# mem_port_arbiter

Figure 1. Sequential cells grouped by signal name (mem_port_arbiter).
Bar = 20 µm.
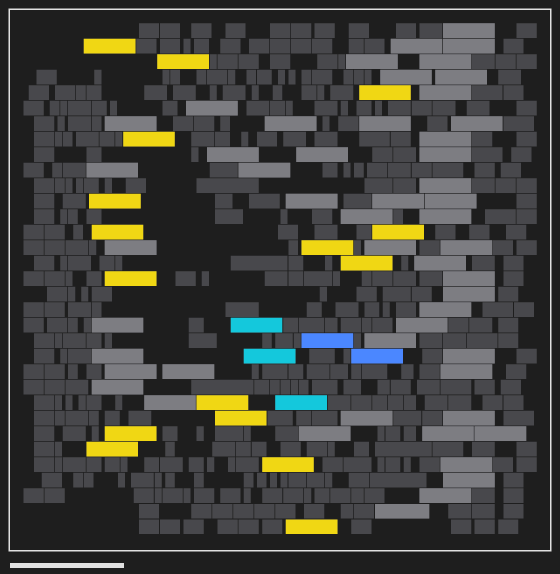
Figure 2. I/O nets highlighted (mem_port_arbiter).
Bar = 20 µm.
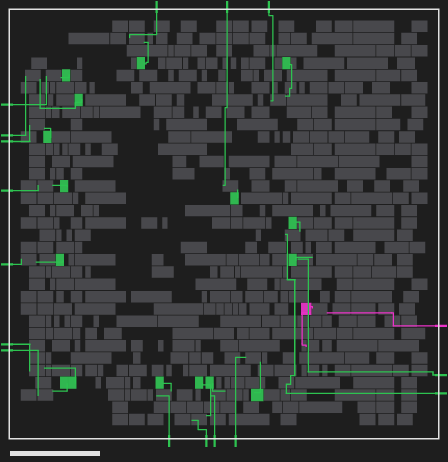
Figure 3. Gate families picked out (mem_port_arbiter).
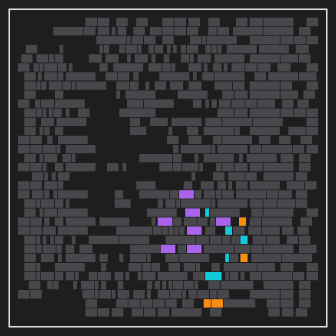
$ cat config.mk
export PLATFORM = sky130hd
export DESIGN_NAME = mem_port_arbiter
export DESIGN_NICKNAME = d
export VERILOG_FILES = /design/src/rtl/mem_port_arbiter_pkg.sv /design/src/rtl/mem_port_arbiter_arb_pick2.sv /design/src/rtl/mem_port_arbiter.sv
export SDC_FILE = /design/constraint.sdc
export NUM_CORES = 1
export LEC_CHECK = 0
export ABC_CLOCK_PERIOD_IN_PS = 4250
export CAP_MARGIN = 40
export CORE_MARGIN = 2
export CORE_UTILIZATION = 45
export DETAILED_ROUTE_END_ITERATION = 8
export PLACE_DENSITY = 0.94
export REMOVE_ABC_BUFFERS = 1
export SLEW_MARGIN = 20
export SYNTH_ARGS = -nofsm -noshare
export SYNTH_HDL_FRONTEND = slang
export SYNTH_SLANG_ARGS = --single-unit
$ cat constraint.sdc
create_clock -name clk -period 4.25 [get_ports clk]
set_input_delay 0.425 -clock clk [delete_from_list [all_inputs] [get_ports clk]]
set_output_delay 0.425 -clock clk [all_outputs]
set_load 0.01 [all_outputs]
$ cat src/rtl/mem_port_arbiter_pkg.sv
// Shared definitions for the unified memory port arbiter: FSM encoding,
// requester IDs and latency counter width.
package mem_port_arbiter_pkg;
  typedef enum logic [1:0] {
    IDLE  = 2'b00,
    ISSUE = 2'b01,
    WAIT  = 2'b10,
    ACK   = 2'b11
  } arb_state_t;

  localparam logic REQ_CPU = 1'b0;
  localparam logic REQ_EXT = 1'b1;
  localparam int   LAT_W   = 3;
endpackage

$ cat src/rtl/mem_port_arbiter_arb_pick2.sv
// Combinational two-way picker: round-robin against last_grant or fixed cpu
// priority when both requesters are eligible.
module arb_pick2
  import mem_port_arbiter_pkg::*;
(
  input  logic elig_cpu,
  input  logic elig_ext,
  input  logic last_grant,
  input  logic rr_en,
  output logic grant_valid,
  output logic grant_id
);
  always_comb begin
    grant_valid = elig_cpu | elig_ext;
    grant_id    = REQ_CPU;
    if (elig_cpu && elig_ext) grant_id = rr_en ? ~last_grant : REQ_CPU;
    else if (elig_ext)        grant_id = REQ_EXT;
  end
endmodule

$ cat src/rtl/mem_port_arbiter.sv
// Shares one memory port between the cpu control path and the ext loader,
// sequencing each access through issue, latency wait and acknowledge.
module mem_port_arbiter
  import mem_port_arbiter_pkg::*;
#(
  parameter int ADDR_W  = 16,
  parameter int DATA_W  = 16,
  parameter int MEM_LAT = 1,
  parameter bit RR_EN   = 1'b1
) (
  input  logic              clk,
  input  logic              rst_n,
  input  logic              cpu_req,
  input  logic              cpu_we,
  input  logic [ADDR_W-1:0] cpu_addr,
  input  logic [DATA_W-1:0] cpu_wdata,
  output logic [DATA_W-1:0] cpu_rdata,
  output logic              cpu_ack,
  output logic              cpu_wait,
  input  logic              ext_req,
  input  logic              ext_we,
  input  logic [ADDR_W-1:0] ext_addr,
  input  logic [DATA_W-1:0] ext_wdata,
  output logic [DATA_W-1:0] ext_rdata,
  output logic              ext_ack,
  input  logic              ext_hold,
  output logic              mem_en,
  output logic              mem_we,
  output logic [ADDR_W-1:0] mem_addr,
  output logic [DATA_W-1:0] mem_wdata,
  input  logic [DATA_W-1:0] mem_rdata,
  output logic              grant_ext
);
  arb_state_t       state, nxt;
  logic [LAT_W-1:0] cnt;
  logic             last_grant, we_q, grant_valid, grant_id;

  arb_pick2 u_pick (
    .elig_cpu    (cpu_req & ~ext_hold),
    .elig_ext    (ext_req),
    .last_grant  (last_grant),
    .rr_en       (RR_EN),
    .grant_valid (grant_valid),
    .grant_id    (grant_id)
  );

  always_ff @(posedge clk or negedge rst_n)
    if (!rst_n) state <= IDLE;
    else        state <= nxt;

  // Strobes decode straight from state so an async reset kills them at once.
  always_comb begin
    nxt      = state;
    mem_en   = 1'b0;
    mem_we   = 1'b0;
    cpu_ack  = 1'b0;
    ext_ack  = 1'b0;
    case (state)
      IDLE:  if (grant_valid) nxt = ISSUE;
      ISSUE: begin
        nxt    = WAIT;
        mem_en = 1'b1;
        mem_we = we_q;
      end
      WAIT:  if (cnt == LAT_W'(1)) nxt = ACK;
      ACK: begin
        nxt     = IDLE;
        cpu_ack = (grant_ext == REQ_CPU);
        ext_ack = (grant_ext == REQ_EXT);
      end
      default: nxt = IDLE;
    endcase
    cpu_wait = rst_n & cpu_req & ~cpu_ack;
  end

  // grant_ext doubles as the owner of the in-flight access.
  always_ff @(posedge clk or negedge rst_n) begin
    if (!rst_n) begin
      cnt        <= '0;
      last_grant <= REQ_EXT;
      grant_ext  <= 1'b0;
      we_q       <= 1'b0;
      mem_addr   <= '0;
      mem_wdata  <= '0;
      cpu_rdata  <= '0;
      ext_rdata  <= '0;
    end else begin
      case (state)
        IDLE: if (grant_valid) begin
          last_grant <= grant_id;
          grant_ext  <= grant_id;
          we_q       <= grant_id ? ext_we    : cpu_we;
          mem_addr   <= grant_id ? ext_addr  : cpu_addr;
          mem_wdata  <= grant_id ? ext_wdata : cpu_wdata;
        end
        ISSUE: cnt <= LAT_W'(MEM_LAT);
        WAIT: begin
          cnt <= cnt - LAT_W'(1);
          if (cnt == LAT_W'(1) && !we_q) begin
            if (grant_ext == REQ_EXT) ext_rdata <= mem_rdata;
            else                      cpu_rdata <= mem_rdata;
          end
        end
        default: ;
      endcase
    end
  end
endmodule

==> run notes <==
Implementation numbers.

- The run finished with clean final reports.
- The dominant logic cell type in the layout reads clkdlybuf4s50_1.
- The number of clock sinks reads roughly 72.
- In this run the worst hold path is classified as in -> async.
- The growth of design area from synthesis to finish reads 51.6%.
- The pin count of the biggest net entering global routing reads 65.
- The script computed a power per unit cell area of 659 mW/mm².
- The OpenROAD warning count reads 30.
- For the worst reg-to-reg path, the endpoint reported by OpenROAD is ext_rdata[13]$_DFFE_PN0P_.
- The slew check shows that the tightest pin keeps a relative margin of 0.434.
- Setup repair after global routing left no endpoint under its margin.
- Yosys printed 0 warnings.
- Each instance of the synthesized netlist takes up on average about 11 µm².
- Summed over all nets, the half-perimeter wirelength after detailed placement is between 7 and 8 mm.
- Along the worst path, the maximum fanout reaches 4.
- The slew at the pin with the worst max-slew slack is 847 ps.
- The worst setup path is of the reg -> out kind.
- The cell family contributing the most delay on the critical path is buffers and inverters.
- Counting every instance in the synthesized netlist gives 343.
- Nets still carrying antenna violations after routing amount to 0.
- The final core utilization is 0.694.
- The region available for standard cell placement spans between 0.008 and 0.009 mm².
About Figure 1:
Blue is state, placed flops 2. Yellow is mem_addr, placed flops 16. Cyan is cnt, placed flops 3.
Another 51 sequential cells are not coloured.

About Figure 2:
Green is cpu_addr, bits 16, direction input, edge 7 west, 4 south, 3 north, 2 east, end cells 16, buffers 16, wire 422 µm. Magenta is cpu_ack, bits 1, direction output, edge east, end cells 1, buffers 1, wire 38.1 µm.

About Figure 3:
Cyan is nor cells, cells 5, most used nor2_1. Orange is and/or cells, cells 4, most used and2_1. Purple is fa/ha/maj cells, cells 7, most used ha_1.

-- kinds of logic (layout without fill, tap and decap cells) --
group                    count (synthesis)  after routing  synth area share
flip-flops                              72             72             0.487
AND-OR/OR-AND                          108            108             0.232
buffers and inverters                   72            221            0.0831
adder cells (fa/ha/maj)                  7              7            0.0236
multiplexers                            33             33             0.110
AND/OR/NAND/NOR                         51             51            0.0642
-- per-layer routing --
| metal | wire length [µm] | vias up | global-route usage |
|---|---|---|---|
| met5 | 0 | - | 0 |
| met4 | 167 | 0 | 0.0857 |
| met3 | 929 | 15 | 0.0623 |
| met2 | 4910 | 150 | 0.380 |
| met1 | 4050 | 1542 | 0.267 |
| li1 | - | 1518 | - |
-- power by group --
part / switching [mW] / internal (mW)
logic: 0.756 / 1.11
clock network: 0.259 / 0.330
registers: 0.208 / 1.03
total: 1.22 / 2.48
-- cell type report --
type | instances | area [µm²]
Fill cell | 600 | 2480
Sequential cell | 72 | 1800
Timing Repair Buffer | 165 | 1700
Multi-Input combinational cell | 199 | 1610
Inverter | 40 | 150
Tap cell | 105 | 131
Clock buffer | 9 | 124
Clock inverter | 7 | 96.3

# sync_filt

Figure 4. Sequential cells grouped by signal name (sync_filt).
Bar = 20 µm.
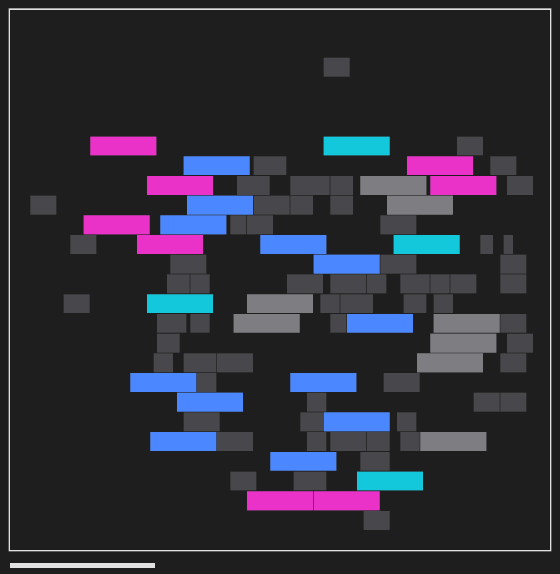
Figure 5. Congestion heat map (sync_filt).
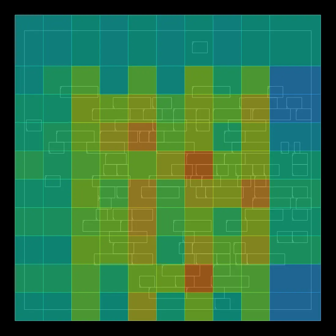
Figure 6. I/O nets highlighted (sync_filt).
Bar = 20 µm.
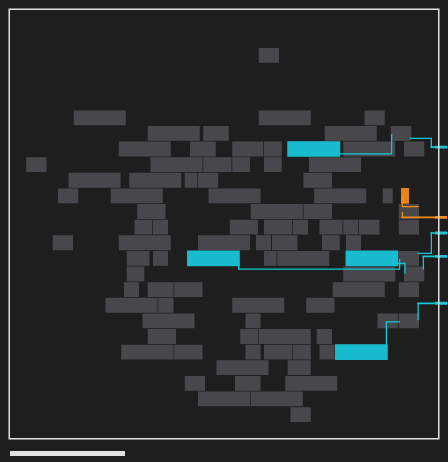
--- src/rtl/sync_filt.sv ---
// sync_filt: multi-channel input synchronizer with debounce filter.
//
// Each channel passes an asynchronous level through an NFF-deep flip-flop
// chain. A stability counter then debounces it. The filtered level y[i]
// takes the synchronized value s_i only after s_i has differed from y[i]
// for FLEN consecutive cycles. Any return to y[i] before then restarts the
// count. Registered rise/fall strobes mark each change of y[i].
//
// Optional feature macro: SYNC_FILT_STRETCH_EN
//   defined   : each strobe is ORed with a one-cycle-delayed copy, so it is
//               2 cycles wide (visible to a clk/2 enabled consumer).
//   undefined : strobes are exactly 1 cycle wide; no delay flops exist.
//
// Parameters:
//   P_NCH      number of channels (>= 1)
//   P_NFF      synchronizer depth (clamped to >= 2)
//   P_FILT_LEN stable cycles required before y changes (clamped to >= 1)
//   P_DEFVAL   per-channel reset value of the sync stages and of y
//
// Ports:
//   clk   clock
//   rst   asynchronous active-high reset
//   a     asynchronous inputs, one bit per channel
//   y     synchronized, debounced levels
//   rise  strobe when y[i] goes 0->1
//   fall  strobe when y[i] goes 1->0
module sync_filt #(
    parameter int               P_NCH      = 4,
    parameter int               P_NFF      = 2,
    parameter int               P_FILT_LEN = 4,
    parameter logic [P_NCH-1:0] P_DEFVAL   = '0
) (
    input  logic             clk,
    input  logic             rst,
    input  logic [P_NCH-1:0] a,
    output logic [P_NCH-1:0] y,
    output logic [P_NCH-1:0] rise,
    output logic [P_NCH-1:0] fall
);

    localparam int NFF  = (P_NFF < 2) ? 2 : P_NFF;
    localparam int FLEN = (P_FILT_LEN < 1) ? 1 : P_FILT_LEN;
    localparam int CW   = $clog2(FLEN + 1);
    localparam logic [CW-1:0] CNT_LAST = CW'(FLEN - 1);

    for (genvar i = 0; i < P_NCH; i++) begin : g_ch

        // ---- stage p0: synchronizer chain, no logic between stages ----
        (* ASYNC_REG = "TRUE" *) logic [NFF-1:0] ff_p0;
        logic s_p0;

        always_ff @(posedge clk or posedge rst) begin
            if (rst) begin
                ff_p0 <= {NFF{P_DEFVAL[i]}};
            end else begin
                ff_p0 <= {ff_p0[NFF-2:0], a[i]};
            end
        end

        assign s_p0 = ff_p0[NFF-1];

        // ---- stage p1: stability counter, filtered level, strobes ----
        logic [CW-1:0] cnt_p1;
        logic          y_p1;
        logic          rise_p1;
        logic          fall_p1;

        always_ff @(posedge clk or posedge rst) begin
            if (rst) begin
                cnt_p1  <= '0;
                y_p1    <= P_DEFVAL[i];
                rise_p1 <= 1'b0;
                fall_p1 <= 1'b0;
            end else begin
                rise_p1 <= 1'b0;
                fall_p1 <= 1'b0;
                if (s_p0 == y_p1) begin
                    cnt_p1 <= '0;
                end else if (cnt_p1 == CNT_LAST) begin
                    // s has differed for FLEN cycles: accept it. The strobe
                    // is registered alongside y so both appear together.
                    y_p1    <= s_p0;
                    cnt_p1  <= '0;
                    rise_p1 <= s_p0;
                    fall_p1 <= ~s_p0;
                end else begin
                    cnt_p1 <= cnt_p1 + CW'(1);
                end
            end
        end

        assign y[i] = y_p1;

`ifdef SYNC_FILT_STRETCH_EN
        // ---- stage p2: one-cycle delayed strobe copies for stretching ----
        logic rise_p2;
        logic fall_p2;

        always_ff @(posedge clk or posedge rst) begin
            if (rst) begin
                rise_p2 <= 1'b0;
                fall_p2 <= 1'b0;
            end else begin
                rise_p2 <= rise_p1;
                fall_p2 <= fall_p1;
            end
        end

        assign rise[i] = rise_p1 | rise_p2;
        assign fall[i] = fall_p1 | fall_p2;
`else
        assign rise[i] = rise_p1;
        assign fall[i] = fall_p1;
`endif

    end

endmodule
--- config.mk ---
export PLATFORM = sky130hd
export DESIGN_NAME = sync_filt
export DESIGN_NICKNAME = d
export VERILOG_FILES = /design/src/rtl/sync_filt.sv
export SDC_FILE = /design/constraint.sdc
export NUM_CORES = 1
export LEC_CHECK = 0
export CAP_MARGIN = 5
export CORE_MARGIN = 2
export CORE_UTILIZATION = 25
export CTS_CLUSTER_SIZE = 24
export DETAILED_ROUTE_END_ITERATION = 10
export PLACE_DENSITY = 0.53
export RECOVER_POWER = 50
export SYNTH_ARGS = -nofsm -noshare
export SYNTH_HDL_FRONTEND = slang
export SYNTH_SLANG_ARGS = --single-unit
--- constraint.sdc ---
create_clock -name clk -period 1.5 [get_ports clk]
set_input_delay 0.15 -clock clk [delete_from_list [all_inputs] [get_ports clk]]
set_output_delay 0.15 -clock clk [all_outputs]
set_load 0.01 [all_outputs]
==> run notes <==
Implementation numbers.

- The largest power group reads sequential cells.
- The proportion of total power due to net switching reads 0.263.
- The fraction of synthesized cell area taken by the top area cell type reads 0.644.
- The launch point of the critical path is g_ch[0].y_p1$_DFFE_PP0P_.
- The final power report lists total power as about 2.4 mW.
- The total setup violations reported at the end of the flow is 0.
- The count of final hold-check violations is 0.
- The worst hold-check slack is ~350 ps.
- Summing every instance area after synthesis gives between 0.001 and 0.0015 mm².
- The internal cell power reads about 1.8 mW.
- The category of the worst setup path capture point is a primary output.
- Dividing total power by cell area gives a power density of 1600 mW/mm².
- The number of buffers outside the clock class in the layout reads 18.
- The final RePlAce weighted congestion is roughly 0.7.
- The number of buffers added for setup after CTS reads 0.
- Leaving out buffers and inverters, the combinational logic in the layout accounts for between 300 and 400 µm².
- In this run, the synthesized area fraction spent on and/or/nand/nor cells is recorded as 0.173.
- The initial antenna violation count reads 0.
- The growth of design area from synthesis to finish is 21.3%.
- Per the post-synthesis report, the nets total 91.
- By area, the combinational part of the netlist is dominated by simple AND/OR/NAND/NOR gates.
- The core region is ~0.0048 mm².
- Entering global routing, the biggest net connects 33 pins.
- The leakage power total reads around 0.66 nW.
- The run finished with clean final reports.
About Figure 4:
Magenta is g_ch.ff_p0, placed flops 8, where all over the die. Cyan is g_ch.y_p1, placed flops 4. Blue is g_ch.cnt_p1, placed flops 12.
Another 8 sequential cells are not coloured.

About Figure 5:
routed length per instance: 10.3 µm
GRT Total Usage: 0.0733

About Figure 6:
Cyan is fall, bits 4, direction output, edge east, end cells 4, buffers 4, wire 75.8 µm. Orange is rst, bits 1, direction input, edge east, end cells 1, buffers 1, wire 11.2 µm.

## worst max path at each step
stage	slack, ps	cells after the start	endpoint
2_1_floorplan	380	3	g_ch[2].y_p1$_DFFE_PP0P_
3_3_place_gp	360	3	g_ch[1].y_p1$_DFFE_PP0P_
3_5_place_dp	330	3	g_ch[1].y_p1$_DFFE_PP0P_
4_1_cts	80	1	y[0]
5_1_grt	30	1	y[0]
6_report	90	1	y[0]
## through the flow
stage               instance area [µm²]  setup WS [ps]
finish                             1510           92.1
global route                       1510           34.6
CTS                                1510           75.8
detailed placement                 1420            334
global placement                   1420            362
floorplan                          1240            375
## layer usage
layer / global-route usage / routed length, µm / vias to the layer above
met5: 0 / 0 / -
met4: 0.0476 / 19 / 0
met3: 0.0339 / 97 / 2
met2: 0.110 / 771 / 17
met1: 0.0840 / 773 / 306
li1: - / - / 281
## registers in the layout, indices dropped and copies added, names as in the netlist
| register | cells |
|---|---|
| g_ch.y_p1 | 4 |
| g_ch.fall_p1 | 4 |
| g_ch.ff_p0 | 8 |
| g_ch.cnt_p1 | 12 |
| g_ch.rise_p1 | 4 |

# rgb_colour_sequencer_flat

Figure 7. I/O nets highlighted (rgb_colour_sequencer_flat).
Bar = 20 µm.
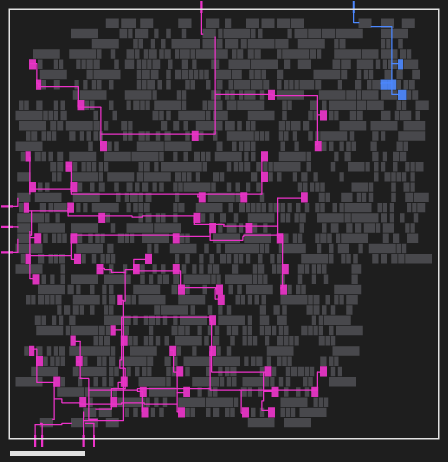
Figure 8. Zoomed window (rgb_colour_sequencer_flat).
Bar = 10 µm. Window x 16 to 41, y 16 to 41 µm. Cells in grey, sequential cells in the stronger grey; small squares are vias.
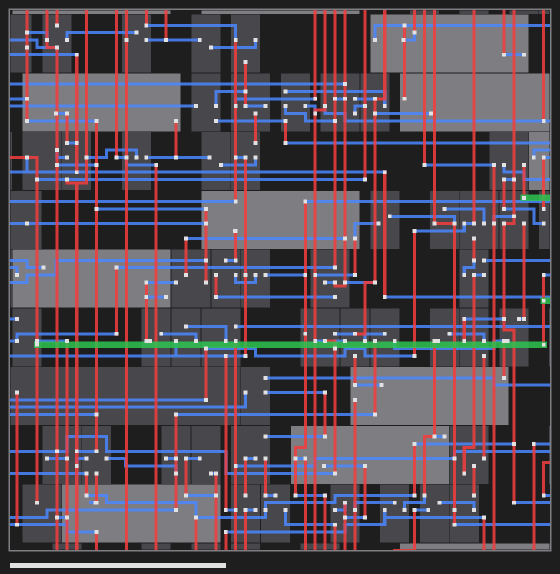
### config.mk
export PLATFORM = sky130hd
export DESIGN_NAME = rgb_colour_sequencer_flat
export DESIGN_NICKNAME = d
export VERILOG_FILES = /design/src/rtl/rgb_seq_pkg.sv /design/src/rtl/rgb_colour_sequencer_if.sv /design/src/rtl/rgb_seq_table.sv /design/src/rtl/rgb_colour_sequencer.sv /design/src/flat_wrapper.sv
export SDC_FILE = /design/constraint.sdc
export NUM_CORES = 1
export LEC_CHECK = 0
export ABC_AREA = 1
export CORE_UTILIZATION = 48
export CTS_BUF_LIST = sky130_fd_sc_hd__clkbuf_2
export DETAILED_ROUTE_END_ITERATION = 10
export MAX_ROUTING_LAYER = met4
export PLACE_DENSITY = 0.66
export SLEW_MARGIN = 20
export SYNTH_ARGS = -nofsm -noshare
export SYNTH_HDL_FRONTEND = slang
export SYNTH_HIERARCHICAL = 1
export SYNTH_SLANG_ARGS = --single-unit
### constraint.sdc
create_clock -name clk -period 2.69 [get_ports clk]
set_input_delay 0.269 -clock clk [delete_from_list [all_inputs] [get_ports clk]]
set_output_delay 0.269 -clock clk [all_outputs]
set_load 0.02 [all_outputs]
### src/rtl/rgb_seq_pkg.sv
// Shared definitions for the RGB colour sequencer: controller state
// encoding, the colour codes understood by the downstream RGB converter,
// and the default table geometry.
package rgb_seq_pkg;

  localparam int unsigned DWELL_W_DEF = 8;
  localparam int unsigned ADDR_W_DEF  = 3;

  typedef enum logic [1:0] {
    IDLE,
    RUN,
    PAUSE
  } seq_state_e;

  // Converter colour encoding, bit order {R,G,B}.
  localparam logic [2:0] COL_BLACK   = 3'd0;
  localparam logic [2:0] COL_BLUE    = 3'd1;
  localparam logic [2:0] COL_GREEN   = 3'd2;
  localparam logic [2:0] COL_CYAN    = 3'd3;
  localparam logic [2:0] COL_RED     = 3'd4;
  localparam logic [2:0] COL_MAGENTA = 3'd5;
  localparam logic [2:0] COL_YELLOW  = 3'd6;
  localparam logic [2:0] COL_WHITE   = 3'd7;

endpackage

### src/rtl/rgb_colour_sequencer_if.sv
// Table configuration port of the colour sequencer (valid/ready write).
//   cfg_valid  : write request from the host
//   cfg_ready  : sequencer can accept a write (idle only)
//   cfg_addr   : table entry to write
//   cfg_colour : colour code of the entry
//   cfg_dwell  : entry is displayed for cfg_dwell+1 cycles
//   cfg_last   : entry ends the sequence
interface rgb_colour_sequencer_if #(
  parameter int unsigned ADDR_W  = 3,
  parameter int unsigned DWELL_W = 8
);
  logic               cfg_valid;
  logic               cfg_ready;
  logic [ADDR_W-1:0]  cfg_addr;
  logic [2:0]         cfg_colour;
  logic [DWELL_W-1:0] cfg_dwell;
  logic               cfg_last;

  modport master (
    output cfg_valid, cfg_addr, cfg_colour, cfg_dwell, cfg_last,
    input  cfg_ready
  );

  modport slave (
    input  cfg_valid, cfg_addr, cfg_colour, cfg_dwell, cfg_last,
    output cfg_ready
  );
endinterface

### src/rtl/rgb_seq_table.sv
// Sequence table: DEPTH entries of {colour, dwell, last}.
// Synchronous write and clear, asynchronous reads.
//   clk, rst          : clock, synchronous active-high clear of all entries
//   we, waddr, w*     : write port
//   ra_addr / ra_last : read port for the "last" flag of the current entry
//   rb_addr / rb_*    : read port for colour/dwell of the entry being loaded
module rgb_seq_table #(
  parameter int unsigned ADDR_W  = 3,
  parameter int unsigned DWELL_W = 8
) (
  input  logic               clk,
  input  logic               rst,
  input  logic               we,
  input  logic [ADDR_W-1:0]  waddr,
  input  logic [2:0]         wcolour,
  input  logic [DWELL_W-1:0] wdwell,
  input  logic               wlast,
  input  logic [ADDR_W-1:0]  ra_addr,
  output logic               ra_last,
  input  logic [ADDR_W-1:0]  rb_addr,
  output logic [2:0]         rb_colour,
  output logic [DWELL_W-1:0] rb_dwell
);
  localparam int unsigned DEPTH = 2 ** ADDR_W;

  logic [2:0]         colour_q [DEPTH];
  logic [2:0]         colour_d [DEPTH];
  logic [DWELL_W-1:0] dwell_q  [DEPTH];
  logic [DWELL_W-1:0] dwell_d  [DEPTH];
  logic               last_q   [DEPTH];
  logic               last_d   [DEPTH];

  always_comb begin
    colour_d = colour_q;
    dwell_d  = dwell_q;
    last_d   = last_q;
    if (we) begin
      colour_d[waddr] = wcolour;
      dwell_d[waddr]  = wdwell;
      last_d[waddr]   = wlast;
    end
  end

  always_ff @(posedge clk) begin
    if (rst) begin
      for (int unsigned i = 0; i < DEPTH; i++) begin
        colour_q[i] <= '0;
        dwell_q[i]  <= '0;
        last_q[i]   <= 1'b0;
      end
    end else begin
      colour_q <= colour_d;
      dwell_q  <= dwell_d;
      last_q   <= last_d;
    end
  end

  assign ra_last   = last_q[ra_addr];
  assign rb_colour = colour_q[rb_addr];
  assign rb_dwell  = dwell_q[rb_addr];

endmodule

### src/rtl/rgb_colour_sequencer.sv
// Programmable colour-sequence controller feeding an RGB converter.
// Steps through a table of {colour, dwell, last} entries with hold,
// manual step and stop controls. All outputs are registered.
//   clk, rst          : clock, synchronous active-high reset
//   cfg               : table write port (accepted only while idle)
//   start/hold/step/stop : sequence controls
//   colour, enable    : converter drive
//   busy              : running or paused
//   step_idx          : current table index
//   wrap              : one-cycle pulse when the sequence returns to entry 0
module rgb_colour_sequencer
  import rgb_seq_pkg::*;
#(
  parameter int unsigned DWELL_W = DWELL_W_DEF,
  parameter int unsigned ADDR_W  = ADDR_W_DEF
) (
  input  logic              clk,
  input  logic              rst,
  rgb_colour_sequencer_if.slave cfg,
  input  logic              start,
  input  logic              hold,
  input  logic              step,
  input  logic              stop,
  output logic [2:0]        colour,
  output logic              enable,
  output logic              busy,
  output logic [ADDR_W-1:0] step_idx,
  output logic              wrap
);
  seq_state_e         state_q, state_d;
  logic [DWELL_W-1:0] cnt_q, cnt_d;
  logic [2:0]         colour_q, colour_d;
  logic               enable_q, enable_d;
  logic               busy_q, busy_d;
  logic [ADDR_W-1:0]  step_idx_q, step_idx_d;
  logic               wrap_q, wrap_d;
  logic               cfg_ready_q, cfg_ready_d;

  logic               cur_last;
  logic               adv_wrap;
  logic [ADDR_W-1:0]  adv_idx;
  logic [ADDR_W-1:0]  rd_addr;
  logic [2:0]         rd_colour;
  logic [DWELL_W-1:0] rd_dwell;
  logic               advance;

  // Next index is needed before the table can supply the entry to load,
  // so the table has a separate port for the current entry's last flag.
  assign adv_wrap = cur_last || (&step_idx_q);
  assign adv_idx  = adv_wrap ? '0 : step_idx_q + ADDR_W'(1);
  assign rd_addr  = (state_q == IDLE) ? '0 : adv_idx;

  rgb_seq_table #(
    .ADDR_W  (ADDR_W),
    .DWELL_W (DWELL_W)
  ) u_table (
    .clk       (clk),
    .rst       (rst),
    .we        (cfg.cfg_valid && cfg_ready_q),
    .waddr     (cfg.cfg_addr),
    .wcolour   (cfg.cfg_colour),
    .wdwell    (cfg.cfg_dwell),
    .wlast     (cfg.cfg_last),
    .ra_addr   (step_idx_q),
    .ra_last   (cur_last),
    .rb_addr   (rd_addr),
    .rb_colour (rd_colour),
    .rb_dwell  (rd_dwell)
  );

  always_comb begin
    state_d     = state_q;
    cnt_d       = cnt_q;
    colour_d    = colour_q;
    enable_d    = enable_q;
    busy_d      = busy_q;
    step_idx_d  = step_idx_q;
    wrap_d      = 1'b0;
    cfg_ready_d = cfg_ready_q;
    advance     = 1'b0;

    unique case (state_q)
      IDLE: begin
        if (start && !stop) begin
          state_d     = RUN;
          step_idx_d  = '0;
          colour_d    = rd_colour;
          cnt_d       = rd_dwell;
          enable_d    = 1'b1;
          busy_d      = 1'b1;
          cfg_ready_d = 1'b0;
        end
      end
      RUN: begin
        if (stop)                state_d = IDLE;
        else if (hold)           state_d = PAUSE;
        else if (cnt_q != '0)    cnt_d   = cnt_q - DWELL_W'(1);
        else                     advance = 1'b1;
      end
      PAUSE: begin
        if (stop)                state_d = IDLE;
        else if (!hold)          state_d = RUN;
        else if (step)           advance = 1'b1;
      end
      default: state_d = IDLE;
    endcase

    if (advance) begin
      step_idx_d = adv_idx;
      colour_d   = rd_colour;
      cnt_d      = rd_dwell;
      wrap_d     = adv_wrap;
    end

    if (state_q != IDLE && state_d == IDLE) begin
      colour_d    = COL_BLACK;
      enable_d    = 1'b0;
      busy_d      = 1'b0;
      step_idx_d  = '0;
      cfg_ready_d = 1'b1;
    end
  end

  always_ff @(posedge clk) begin
    if (rst) begin
      state_q     <= IDLE;
      cnt_q       <= '0;
      colour_q    <= COL_BLACK;
      enable_q    <= 1'b0;
      busy_q      <= 1'b0;
      step_idx_q  <= '0;
      wrap_q      <= 1'b0;
      cfg_ready_q <= 1'b1;
    end else begin
      state_q     <= state_d;
      cnt_q       <= cnt_d;
      colour_q    <= colour_d;
      enable_q    <= enable_d;
      busy_q      <= busy_d;
      step_idx_q  <= step_idx_d;
      wrap_q      <= wrap_d;
      cfg_ready_q <= cfg_ready_d;
    end
  end

  assign colour        = colour_q;
  assign enable        = enable_q;
  assign busy          = busy_q;
  assign step_idx      = step_idx_q;
  assign wrap          = wrap_q;
  assign cfg.cfg_ready = cfg_ready_q;

endmodule

### src/flat_wrapper.sv
// flat-port wrapper written by rule: the top's interface ports become plain ports
module rgb_colour_sequencer_flat import rgb_seq_pkg::*;
#(
  parameter int unsigned DWELL_W = DWELL_W_DEF,
  parameter int unsigned ADDR_W  = ADDR_W_DEF
)
  (clk, rst, start, hold, step, stop, colour, enable, busy, step_idx, wrap, cfg_cfg_valid, cfg_cfg_addr, cfg_cfg_colour, cfg_cfg_dwell, cfg_cfg_last, cfg_cfg_ready);
  rgb_colour_sequencer_if #(.ADDR_W(ADDR_W), .DWELL_W(DWELL_W)) cfg_i ();
  input  logic clk;
  input  logic rst;
  input  logic start;
  input  logic hold;
  input  logic step;
  input  logic stop;
  output logic [2:0] colour;
  output logic enable;
  output logic busy;
  output logic [ADDR_W-1:0] step_idx;
  output logic wrap;
  input wire logic [$bits(cfg_i.cfg_valid)-1:0] cfg_cfg_valid;
  input wire logic [$bits(cfg_i.cfg_addr)-1:0] cfg_cfg_addr;
  input wire logic [$bits(cfg_i.cfg_colour)-1:0] cfg_cfg_colour;
  input wire logic [$bits(cfg_i.cfg_dwell)-1:0] cfg_cfg_dwell;
  input wire logic [$bits(cfg_i.cfg_last)-1:0] cfg_cfg_last;
  output wire logic [$bits(cfg_i.cfg_ready)-1:0] cfg_cfg_ready;
  assign cfg_i.cfg_valid = cfg_cfg_valid;
  assign cfg_i.cfg_addr = cfg_cfg_addr;
  assign cfg_i.cfg_colour = cfg_cfg_colour;
  assign cfg_i.cfg_dwell = cfg_cfg_dwell;
  assign cfg_i.cfg_last = cfg_cfg_last;
  assign cfg_cfg_ready = cfg_i.cfg_ready;
  rgb_colour_sequencer #(.DWELL_W(DWELL_W), .ADDR_W(ADDR_W)) u_core (.clk(clk), .rst(rst), .cfg(cfg_i), .start(start), .hold(hold), .step(step), .stop(stop), .colour(colour), .enable(enable), .busy(busy), .step_idx(step_idx), .wrap(wrap));
endmodule
==> run notes <==
Implementation numbers.

- The flow ran to the end, and the final reports show no timing, DRC or antenna violations.
- Global routing put the most usage on met2.
- Measured against the total synthesized area, the mux share comes to 0.
- The uppermost layer routed reads met4.
- The average footprint of a synthesized cell reads between 6 and 7 µm².
- The I/O pin count reads 32.
- The launch point of the critical path is u_core/step_idx[0]$_SDFFE_PP0P_.
- According to the tapcell log, the count of inserted taps is around 170.
- The run reported a max-capacitance violation count of 0.
- The global routing report lists met3 layer usage as 0.0494.
- The floorplan has roughly 40 rows.
- The category of the worst setup path capture point reads a flop.
- The minimum clock period reads roughly 2500 ps.
- The total routing usage reported by global routing reads 0.257.
- The total setup violations reported at the end of the flow reads 0.
- The area of the synthesized netlist per yosys stat reads around 0.0060 mm².
- The largest cell class by area is combinational gates.
- The terminus of the critical flop-to-flop path reads u_core/cnt_q[3]$_SDFFE_PP0P_.
Notes on Figure 7 above:
Blue is stop, bits 1, direction input, edge north, end cells 4, buffers 1, wire 34.9 µm. Magenta is cfg_cfg_dwell, bits 8, direction input, edge 4 south, 3 west, 1 north, end cells 64, buffers 8, wire 893 µm.

Notes on Figure 8 above:
Red is M2. Green is M3. Blue is M1.
59 logic cells have their middle in the window. Netlist names of flops here include u_core/u_table/dwell_q (7), u_core/u_table/colour_q (1). Most frequent: nor2_1 (15), nand2_1 (12). Sequential cells in the window: 8.

## worst reg2reg max path, cell delays in order (launching register included)
cell and delay [ps]:
dfxtp_4 400, clkbuf_2 140, nand2_1 60, nand3_1 70, nand2_1 50, nand2_1 50
nand2_1 50, nor2_2 120, inv_1 100, nor3_4 270, inv_2 80, buf_4 150
clkbuf_16 180, nand2_1 80, nand3_1 60, nand2_1 70, nand2_1 40, nand2_1 100
inv_1 50, nand2_1 60, nand3_1 70, a21oi_1 130
## state kept, by name, indices dropped and copies added, names as in the netlist
| signal | flops |
|---|---|
| u_core/u_table/dwell_q | 64 |
| u_core/u_table/colour_q | 24 |
| u_core/cnt_q | 8 |
| u_core/u_table/last_q | 8 |
| u_core/colour | 3 |
| u_core/step_idx | 3 |
| u_core/state_q | 2 |
| u_core/busy | 1 |
| u_core/cfg.cfg_ready | 1 |
| u_core/wrap | 1 |
## through the flow
stage                     instances  area (µm²)  hold WS (ps)
final                          1156        6690           342
after global routing           1156        6690           291
after CTS                      1151        6590           289
after detailed placement       1119        6360           459
after global placement         1119        6360           452
after floorplan                 955        5990           404
## what timing repair did
item | CTS | global route
setup buffers | 0 | 3
setup endpoints to repair | 0 | 10
gates resized | 0 | 13

# cl_axis_test_slave

**src/rtl/cl_axis_test_slave_pkg.sv**
```systemverilog
// cl_axis_test_slave_pkg
//   Shared definitions for the AXI-stream test slave:
//   - FSM state encoding (IDLE, RECV, DONE)
//   - backpressure LFSR width, seed and tap mask
//   - status counter widths
//   - axis_bus_width(): packed width of the stream bus, laid out
//     MSB..LSB as {tdata, tlast, tvalid, tkeep}
package cl_axis_test_slave_pkg;

  typedef enum logic [1:0] {
    IDLE = 2'd0,
    RECV = 2'd1,
    DONE = 2'd2
  } state_e;

  // Fibonacci LFSR with taps 8,6,5,4 (bit positions 7,5,4,3)
  localparam int         lfsr_width_c = 8;
  localparam logic [7:0] lfsr_seed_c  = 8'hA5;
  localparam logic [7:0] lfsr_taps_c  = 8'hB8;

  localparam int pos_cnt_width_c  = 16;
  localparam int err_cnt_width_c  = 16;
  localparam int beat_cnt_width_c = 32;

  // tdata + one tkeep bit per byte + tlast + tvalid
  function automatic int axis_bus_width(input int data_width);
    return data_width + data_width / 8 + 2;
  endfunction

endpackage

```
**src/rtl/cl_axis_lfsr.sv**
```systemverilog
// cl_axis_lfsr
//   Free-running Fibonacci LFSR used to generate pseudo-random
//   backpressure. Shifts left every cycle; the XOR of the tapped bits
//   enters at bit 0.
//   Ports:
//     clk_i      clock
//     reset_n_i  asynchronous active-low reset, loads seed_p
//     out_o      current LSB of the register
module cl_axis_lfsr
  import cl_axis_test_slave_pkg::*;
#(
  parameter int                 width_p = lfsr_width_c,
  parameter logic [width_p-1:0] seed_p  = lfsr_seed_c,
  parameter logic [width_p-1:0] taps_p  = lfsr_taps_c
) (
  input  logic clk_i,
  input  logic reset_n_i,
  output logic out_o
);

  logic [width_p-1:0] lfsr_reg;
  logic               feedback;

  assign feedback = ^(lfsr_reg & taps_p);

  always_ff @(posedge clk_i or negedge reset_n_i) begin
    if (!reset_n_i) begin
      lfsr_reg <= seed_p;
    end else begin
      lfsr_reg <= {lfsr_reg[width_p-2:0], feedback};
    end
  end

  assign out_o = lfsr_reg[0];

endmodule

```
**src/rtl/cl_axis_test_slave.sv**
```systemverilog
// cl_axis_test_slave
//   AXI-stream checker at the far end of the incrementing-pattern test
//   master. Every accepted beat is checked for the expected byte pattern
//   (all lanes equal, +1 per beat starting at 8'h00), for tlast on the
//   last beat of each packet and for a full tkeep. Beats, packets and
//   failed beats are counted; done_o rises after pkts_num_p packets.
//
//   Optional build macro: CL_AXIS_TEST_SLAVE_BACKPRESSURE_EN
//     When defined, tready is additionally gated by an 8-bit LFSR.
//
//   Ports:
//     clk_i         clock
//     reset_n_i     asynchronous active-low reset
//     en_i          enable; low pauses reception
//     s_axis_bus_i  packed {tdata, tlast, tvalid, tkeep}
//     s_axis_bus_o  packed miso; tready in bit 0, other bits zero
//     done_o        sticky, all packets received
//     err_o         sticky, any beat failed a check
//     err_cnt_o     failed beats, saturating
//     beat_cnt_o    accepted beats, wrapping
module cl_axis_test_slave
  import cl_axis_test_slave_pkg::*;
#(
  parameter  int data_width_p      = 512,
  parameter  int packet_size_p     = 16,
  parameter  int pkts_num_p        = 240,
  localparam int axis_bus_width_lp = axis_bus_width(data_width_p)
) (
  input  logic                        clk_i,
  input  logic                        reset_n_i,
  input  logic                        en_i,
  input  logic [axis_bus_width_lp-1:0] s_axis_bus_i,
  output logic [axis_bus_width_lp-1:0] s_axis_bus_o,
  output logic                        done_o,
  output logic                        err_o,
  output logic [err_cnt_width_c-1:0]  err_cnt_o,
  output logic [beat_cnt_width_c-1:0] beat_cnt_o
);

  localparam int keep_width_lp = data_width_p / 8;
  localparam logic [pos_cnt_width_c-1:0] last_t_lp = pos_cnt_width_c'(packet_size_p - 1);
  localparam logic [pos_cnt_width_c-1:0] last_p_lp = pos_cnt_width_c'(pkts_num_p - 1);

  logic [data_width_p-1:0]  tdata;
  logic [keep_width_lp-1:0] tkeep;
  logic                     tlast;
  logic                     tvalid;

  assign {tdata, tlast, tvalid, tkeep} = s_axis_bus_i;

  state_e                      state_reg, state_next;
  logic                        tready_reg, tready_next;
  logic [pos_cnt_width_c-1:0]  t_cnt_reg;
  logic [pos_cnt_width_c-1:0]  p_cnt_reg;
  logic [7:0]                  exp_byte_reg;
  logic                        err_reg;
  logic [err_cnt_width_c-1:0]  err_cnt_reg;
  logic [beat_cnt_width_c-1:0] beat_cnt_reg;

  logic transfer;
  logic last_beat;
  logic beat_fail;
  logic bp_ok;

`ifdef CL_AXIS_TEST_SLAVE_BACKPRESSURE_EN
  cl_axis_lfsr #(
    .width_p(lfsr_width_c),
    .seed_p (lfsr_seed_c),
    .taps_p (lfsr_taps_c)
  ) lfsr_inst (
    .clk_i    (clk_i),
    .reset_n_i(reset_n_i),
    .out_o    (bp_ok)
  );
`else
  assign bp_ok = 1'b1;
`endif

  assign transfer  = tvalid && tready_reg;
  // Packet position comes from the beat counter, not from tlast, so a
  // bad tlast cannot shift the boundaries of later packets.
  assign last_beat = (t_cnt_reg == last_t_lp);
  assign beat_fail = (tdata != {keep_width_lp{exp_byte_reg}})
                  || (tlast != last_beat)
                  || (tkeep != {keep_width_lp{1'b1}});

  always_comb begin
    state_next = state_reg;
    case (state_reg)
      IDLE: if (en_i) state_next = RECV;
      RECV: if (transfer && tlast && (p_cnt_reg == last_p_lp)) state_next = DONE;
      DONE: state_next = DONE;
      default: state_next = IDLE;
    endcase
    // Derived from the next state so tready drops in the same edge that
    // enters DONE; no beat can slip in after the final one.
    tready_next = (state_next == RECV) && en_i && bp_ok;
  end

  always_ff @(posedge clk_i or negedge reset_n_i) begin
    if (!reset_n_i) begin
      state_reg    <= IDLE;
      tready_reg   <= 1'b0;
      t_cnt_reg    <= '0;
      p_cnt_reg    <= '0;
      exp_byte_reg <= 8'h00;
      err_reg      <= 1'b0;
      err_cnt_reg  <= '0;
      beat_cnt_reg <= '0;
    end else begin
      state_reg  <= state_next;
      tready_reg <= tready_next;
      if (transfer) begin
        // Expected pattern advances even on failed beats, so a lost or
        // repeated beat keeps failing every later beat.
        exp_byte_reg <= exp_byte_reg + 8'd1;
        beat_cnt_reg <= beat_cnt_reg + 1'b1;
        if (last_beat) begin
          t_cnt_reg <= '0;
          p_cnt_reg <= p_cnt_reg + 1'b1;
        end else begin
          t_cnt_reg <= t_cnt_reg + 1'b1;
        end
        if (beat_fail) begin
          err_reg <= 1'b1;
          if (err_cnt_reg != {err_cnt_width_c{1'b1}}) begin
            err_cnt_reg <= err_cnt_reg + 1'b1;
          end
        end
      end
    end
  end

  assign s_axis_bus_o = {{(axis_bus_width_lp-1){1'b0}}, tready_reg};
  assign done_o       = (state_reg == DONE);
  assign err_o        = err_reg;
  assign err_cnt_o    = err_cnt_reg;
  assign beat_cnt_o   = beat_cnt_reg;

endmodule

```
**config.mk**
```make
export PLATFORM = sky130hd
export DESIGN_NAME = cl_axis_test_slave
export DESIGN_NICKNAME = d
export VERILOG_FILES = /design/src/rtl/cl_axis_test_slave_pkg.sv /design/src/rtl/cl_axis_lfsr.sv /design/src/rtl/cl_axis_test_slave.sv
export SDC_FILE = /design/constraint.sdc
export NUM_CORES = 1
export LEC_CHECK = 0
export CAP_MARGIN = 20
export CORE_AREA = 2 2 472 474
export CTS_BUF_LIST = sky130_fd_sc_hd__clkbuf_16
export CTS_CLUSTER_SIZE = 10
export DETAILED_ROUTE_END_ITERATION = 8
export DIE_AREA = 0 0 474 476
export GPL_TIMING_DRIVEN = 0
export PLACE_DENSITY = 0.35
export SETUP_SLACK_MARGIN = 0.5
export SLEW_MARGIN = 20
export SYNTH_ARGS = -nofsm -noshare
export SYNTH_HDL_FRONTEND = slang
export SYNTH_SLANG_ARGS = --single-unit
export TNS_END_PERCENT = 50
```
**constraint.sdc**
```tcl
create_clock -name clk_i -period 3.4 [get_ports clk_i]
set_clock_uncertainty 0.1 [all_clocks]
set_input_delay 1.02 -clock clk_i [delete_from_list [all_inputs] [get_ports clk_i]]
set_output_delay 1.02 -clock clk_i [all_outputs]
set_load 0.05 [all_outputs]
```
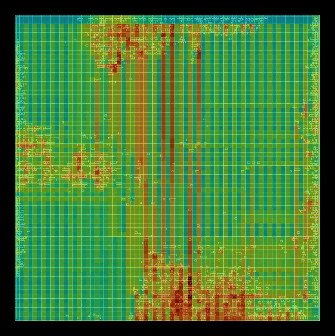
Figure 9: cl_axis_test_slave, congestion heat map.
met2 Usage GRT: 0.191
end-of-flow core utilization: 0.118
GRT Total Usage: 0.102

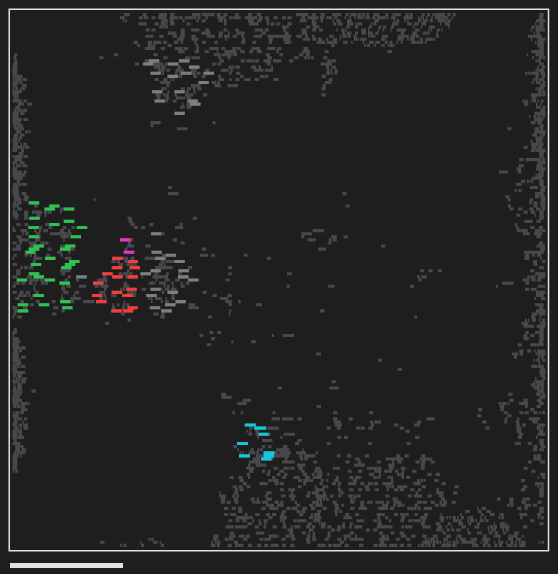
Figure 10: cl_axis_test_slave, sequential cells grouped by signal name.
Bar = 100 µm.
Cyan is exp_byte_reg, placed flops 8, where south. Green is beat_cnt_o, placed flops 32, where west. Red is p_cnt_reg, placed flops 16, where west. Magenta is state_reg, placed flops 2.

==> per-layer routing <==
layer,track usage,vias to the layer above,share of wire
li1,-,6987,-
met2,0.191,1011,0.54
met1,0.0986,6637,0.32
met5,0,-,0.0044
met3,0.0403,200,0.11
met4,0.0396,80,0.031
==> power by group <==
part	switching (mW)	total, mW	leakage (nW)	internal, mW
Combinational	3.74	5.79	9.87	2.04
Clock	0.554	1.14	0.147	0.584
Sequential	0.202	1.43	1.21	1.23
Total	4.50	8.35	11.2	3.86
==> cells by family (layout without fill, tap and decap cells) <==
| logic type | after synthesis | count (layout) | share of synthesized area |
|---|---|---|---|
| AOI/OAI and AO/OA | 109 | 109 | 0.0651 |
| xor gates and xnor gates | 112 | 112 | 0.0802 |
| adders and majority gates | 5 | 5 | 0.00511 |
| buffers and inverters | 621 | 1307 | 0.369 |
| DFF | 92 | 92 | 0.188 |
| muxes | 37 | 37 | 0.0306 |
| other | 1 | 624 | 0.000306 |
| and+or+nand+nor | 562 | 562 | 0.261 |
==> repair_timing <==
item,4_1_cts,5_1_grt
resized,90,47
cloned,0,1
setup buffers,19,5
pin swaps,6,11
endpoints found under the setup margin,72,49
==> run notes <==
Implementation numbers.

- The cell area reported after detailed placement is ~0.025 mm².
- The pre-antenna-repair detailed-routing pass consisted of 7 iterations.
- The chip occupies 0.226 mm².
- For this configuration, the core starts out at a cell density of 0.0554.
- The final reports fail on negative setup slack.
- The startpoint type of the worst setup path is an input pin.
- The synthesis run shows the most used standard cells to be 579 x buf_4, 124 x nand4_1, 92 x dfrtp_1.
- Counting flops with an async set or reset pin after synthesis yields a share of 1.00.
- In this run the number of cells on the critical path is 10.
- The minimum setup slack in the final design reads -1240 ps.
- Looking at the reg2reg group, the worst path ends at err_cnt_o[5]$_DFFE_PN0P_.
- The total of hold buffers inserted after clock tree synthesis reads 0.
- The number of standard cells in the final layout excluding fillers reads between 5k and 6k.
- The tree is rooted in a clkbuf_16.
- Including well taps, the total number of placed cells is 5736.
- The antenna diode count is about 47.
- The fraction of the yosys area taken by sequential cells is 0.188.
- The total setup violations reported at the end of the flow reads 17.
- The detailed router reported a total wirelength of approximately 120 mm.
- The growth of design area from synthesis to finish reads 112%.
- The buffers plus inverters on the worst setup path reads 3.
- The setup slack after placement reads -4020 ps.
- The run finished, with violations left.
- The sum of internal, switching and leakage power is around 8.4 mW.
- The flow inserted ~3.0k tap cells.
- The slew check shows that the tightest pin keeps a relative margin of 0.228.
- The via density per instance reads between 2 and 3.

# alu_serial_exec

Figure 11. Sequential cells grouped by signal name (alu_serial_exec).
Bar = 50 µm.
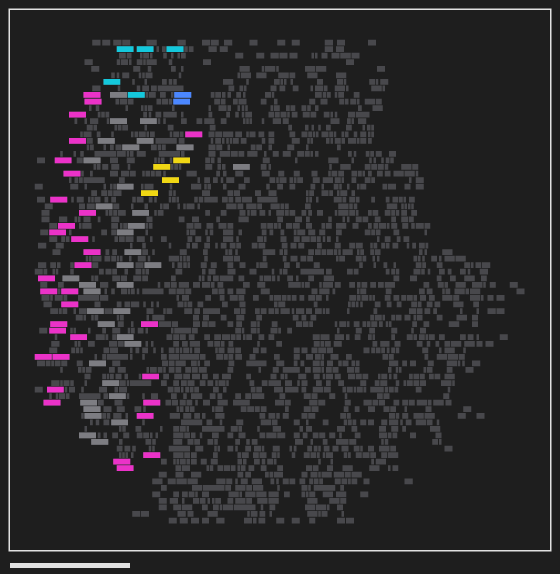
Figure 12. Zoomed window (alu_serial_exec).
Bar = 10 µm. Window x 44 to 69, y 44 to 69 µm. Cells in grey, sequential cells in the stronger grey; small squares are vias.
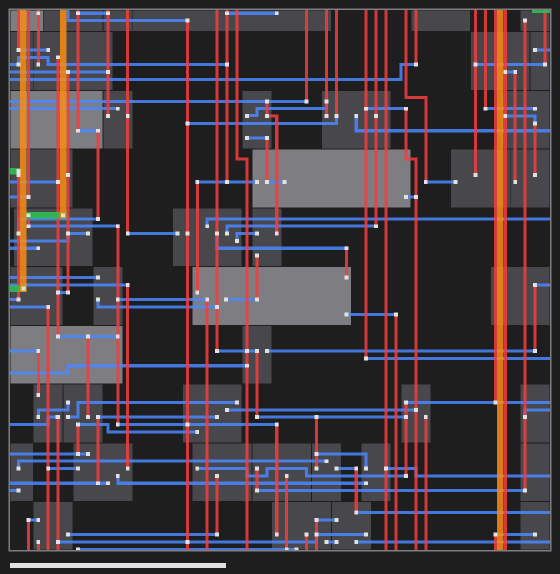
===== src/rtl/alu_serial_exec.sv =====
// Multi-cycle execute unit with a serial shifter and Start/Busy/Done handshake.
// Define ALU_FAST_SHIFT_EN to replace the serial shifter by a barrel shifter.
module alu_serial_exec (
   input  logic        CLK,
   input  logic        Reset,
   input  logic        Start,
   input  logic [3:0]  ALUCtrl,
   input  logic [31:0] BusA,
   input  logic [31:0] BusB,
   input  logic [4:0]  Shamt,
   output logic [31:0] BusW,
   output logic        Zero,
   output logic        Overflow,
   output logic        IllegalOp,
   output logic        Busy,
   output logic        Done
);

   localparam logic [3:0] OP_AND  = 4'b0000;
   localparam logic [3:0] OP_OR   = 4'b0001;
   localparam logic [3:0] OP_ADD  = 4'b0010;
   localparam logic [3:0] OP_SLL  = 4'b0011;
   localparam logic [3:0] OP_SRL  = 4'b0100;
   localparam logic [3:0] OP_SUB  = 4'b0110;
   localparam logic [3:0] OP_SLT  = 4'b0111;
   localparam logic [3:0] OP_ADDU = 4'b1000;
   localparam logic [3:0] OP_SUBU = 4'b1001;
   localparam logic [3:0] OP_XOR  = 4'b1010;
   localparam logic [3:0] OP_SLTU = 4'b1011;
   localparam logic [3:0] OP_NOR  = 4'b1100;
   localparam logic [3:0] OP_SRA  = 4'b1101;
   localparam logic [3:0] OP_LUI  = 4'b1110;

`ifdef ALU_FAST_SHIFT_EN
   typedef enum logic [1:0] {IDLE, EXEC} state_t;
`else
   typedef enum logic [1:0] {IDLE, EXEC, SHIFT} state_t;
`endif

   state_t state, state_nx;

   logic [31:0] res, sum, dif;
   logic        ovf, ill, accept;

   assign sum    = BusA + BusB;
   assign dif    = BusA - BusB;
   assign accept = (state == IDLE) && Start;

   // Result of the captured operation when it completes in a single cycle
   always_comb begin
      res = '0;
      ovf = 1'b0;
      ill = 1'b0;
      case (ALUCtrl)
         OP_AND:  res = BusA & BusB;
         OP_OR:   res = BusA | BusB;
         OP_ADD: begin
            res = sum;
            ovf = (BusA[31] == BusB[31]) && (sum[31] != BusA[31]);
         end
         OP_SUB: begin
            res = dif;
            ovf = (BusA[31] != BusB[31]) && (dif[31] != BusA[31]);
         end
         OP_SLT:  res = {31'd0, $signed(BusA) < $signed(BusB)};
         OP_ADDU: res = sum;
         OP_SUBU: res = dif;
         OP_XOR:  res = BusA ^ BusB;
         OP_SLTU: res = {31'd0, BusA < BusB};
         OP_NOR:  res = ~(BusA | BusB);
         OP_LUI:  res = {BusB[15:0], 16'd0};
`ifdef ALU_FAST_SHIFT_EN
         OP_SLL:  res = BusB << Shamt;
         OP_SRL:  res = BusB >> Shamt;
         OP_SRA:  res = $signed(BusB) >>> Shamt;
`else
         OP_SLL,
         OP_SRL,
         OP_SRA:  res = BusB;
`endif
         default: ill = 1'b1;
      endcase
   end

`ifndef ALU_FAST_SHIFT_EN
   logic [3:0]  op;
   logic [31:0] work, sh_nx;
   logic [4:0]  cnt;
   logic        long_sh;

   assign long_sh = (ALUCtrl == OP_SLL || ALUCtrl == OP_SRL ||
                     ALUCtrl == OP_SRA) && (Shamt != 5'd0);

   always_comb begin
      sh_nx = {work[31], work[31:1]};
      if (op == OP_SLL)
         sh_nx = {work[30:0], 1'b0};
      else if (op == OP_SRL)
         sh_nx = {1'b0, work[31:1]};
   end
`endif

   always_ff @(posedge CLK) begin
      if (Reset)
         state <= IDLE;
      else
         state <= state_nx;
   end

   always_comb begin
      state_nx = state;
      Busy     = (state != IDLE);
      Done     = (state == EXEC);
      case (state)
         IDLE: begin
            if (Start) begin
`ifndef ALU_FAST_SHIFT_EN
               if (long_sh)
                  state_nx = SHIFT;
               else
`endif
                  state_nx = EXEC;
            end
         end
         EXEC: state_nx = IDLE;
`ifndef ALU_FAST_SHIFT_EN
         SHIFT: if (cnt == 5'd1) state_nx = EXEC;
`endif
         default: state_nx = IDLE;
      endcase
   end

   always_ff @(posedge CLK) begin
      if (Reset) begin
         BusW      <= '0;
         Zero      <= 1'b1;
         Overflow  <= 1'b0;
         IllegalOp <= 1'b0;
`ifndef ALU_FAST_SHIFT_EN
         op        <= '0;
         work      <= '0;
         cnt       <= '0;
`endif
      end else begin
`ifndef ALU_FAST_SHIFT_EN
         if (accept) begin
            op   <= ALUCtrl;
            work <= BusB;
            cnt  <= Shamt;
         end else if (state == SHIFT) begin
            work <= sh_nx;
            cnt  <= cnt - 5'd1;
            // Last shift step lands straight in the result register
            if (cnt == 5'd1) begin
               BusW      <= sh_nx;
               Zero      <= (sh_nx == '0);
               Overflow  <= 1'b0;
               IllegalOp <= 1'b0;
            end
         end
         if (accept && !long_sh) begin
`else
         if (accept) begin
`endif
            BusW      <= res;
            Zero      <= (res == '0);
            Overflow  <= ovf;
            IllegalOp <= ill;
         end
      end
   end

endmodule


===== config.mk =====
export PLATFORM = sky130hd
export DESIGN_NAME = alu_serial_exec
export DESIGN_NICKNAME = d
export VERILOG_FILES = /design/src/rtl/alu_serial_exec.sv
export SDC_FILE = /design/constraint.sdc
export NUM_CORES = 1
export LEC_CHECK = 0
export CORE_MARGIN = 10
export CORE_UTILIZATION = 25
export DETAILED_ROUTE_END_ITERATION = 12
export PLACE_DENSITY_LB_ADDON = 0.2
export SYNTH_ARGS = -nofsm -noshare
export SYNTH_HDL_FRONTEND = slang
export SYNTH_SLANG_ARGS = --single-unit

===== constraint.sdc =====
create_clock -name CLK -period 5.2 [get_ports CLK]
set_clock_uncertainty 0.05 [all_clocks]
set_input_delay 1.56 -clock CLK [delete_from_list [all_inputs] [get_ports CLK]]
set_output_delay 1.56 -clock CLK [all_outputs]
set_load 0.01 [all_outputs]

==> run notes <==
Implementation numbers.

- The number of pins with negative max-slew slack in the final report reads 0.
- The proportion of synthesized area in mux cells reads 0.0406.
- The flip-flop cell with the highest count after synthesis is dfxtp_1.
- In this run the cell area of the synthesized design comes to between 0.01 and 0.015 mm².
- The buffer levels on the longest clock path reads 2.
- The H-tree depth reported by CTS reads 3.
- The largest non-sequential cell family by area reads AND-OR/OR-AND gates.
- The switching power reads around 1.2 mW.
- In the placement report, post-DP HPWL is listed as 45.2 mm.
- The global-route track usage on met2 reads 0.335.
- The smallest clock period supported by the final layout is computed as 5170 ps.
- The cell type with the largest total area is dfxtp_1.
- The I/O pin count reads 113.
- After clock tree synthesis, the flow added hold-fix buffers numbering 0.
- In the layout the commonest cells are 388 x buf_4, 197 x nor2_1, 162 x a21oi_1, 119 x nand2_1, 103 x ha_1.
- The number of placement rows is ~74.
- The cell-mix breakdown from Yosys lists the simple-gate area share as 0.230.
- The xor/xnor cell area share of the yosys netlist reads 0.00671.
- The post-synthesis instance total reads ~1.5k.
- The number of filler cells placed in the layout is roughly 4.3k.
- The initial antenna violation count came to 0.
- The number of global-route vias before repair came to around 13k.
- The number of port buffers is between 100 and 150.
- The number of clock sinks reads just under 80.
- The fraction of synthesized cell area taken by the top area cell type is 0.150.
- The proportion of total power due to net switching reads 0.404.
- The run finished with clean final reports.
- The cell family contributing the most delay on the critical path reads AND-OR/OR-AND gates.
## Picture notes: Figure 11
Blue is state, placed flops 2. Yellow is op, placed flops 4. Cyan is cnt, placed flops 5, where north-west. Magenta is BusW, placed flops 32.
Another 35 sequential cells are not coloured.

## Picture notes: Figure 12
Green is M3. Orange is M4. Blue is M1. Red is M2.
33 logic cells have their middle in the window. Sequential cells in the window: 4. Most frequent: nor2_1 (9), buf_4 (6). Netlist names of flops here include BusW (2), work (2).

==> power groups by stage <==
stage / Sequential, mW / Clock [mW] / Combinational, mW
after floorplan: 0.695 / 0 / 0.712
after detailed placement: 0.698 / 0 / 1.51
after global placement: 0.698 / 0 / 1.52
after global routing: 0.691 / 0.661 / 1.75
after CTS: 0.686 / 0.634 / 1.57
final: 0.686 / 0.620 / 1.63
==> worst register-to-register path: stages (launching register included) <==
cell	delay (ps)
dfxtp_1	380
ha_1	160
nor4b_1	580
and2_1	250
nor3_1	100
nor4_1	210
nand3b_1	150
or4_4	460
nor4b_4	210
buf_4	160
nand4_1	150
nor4b_4	330
a311o_1	190
==> final timing paths <==
kind / startpoint / end / slack [ps] / cells past startpoint
worst min register to register: cnt[4]$_SDFFE_PP0P_ / cnt[4]$_SDFFE_PP0P_ / 440 / 2
worst max register to register: cnt[0]$_SDFFE_PP0P_ / Zero$_SDFFE_PP1P_ / 1770 / 12
worst max-delay path: BusA[7] / Zero$_SDFFE_PP1P_ / 30 / 14
worst min-delay path: cnt[4]$_SDFFE_PP0P_ / cnt[4]$_SDFFE_PP0P_ / 440 / 2


## Gallery

Congestion heat map.
shot_01.png
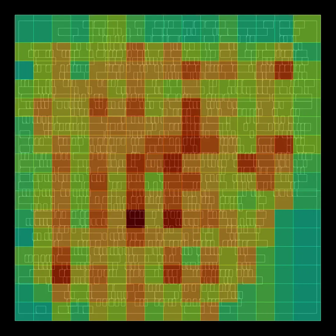
shot_02.png
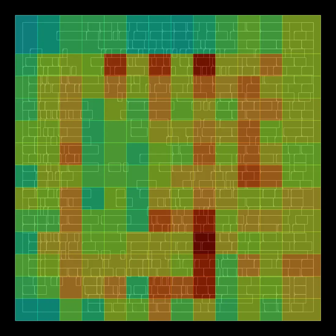
shot_03.png
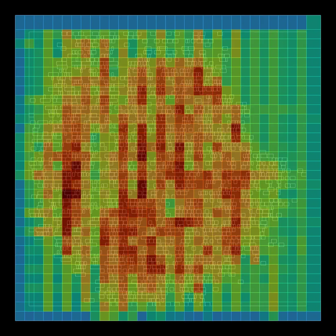
The one with the highest track usage is shot_01.png.
shot_01.png: rgb_colour_sequencer_flat
shot_03.png: alu_serial_exec
shot_02.png: mem_port_arbiter

Power figures rest on the tool's default switching activity, not on a simulated workload.
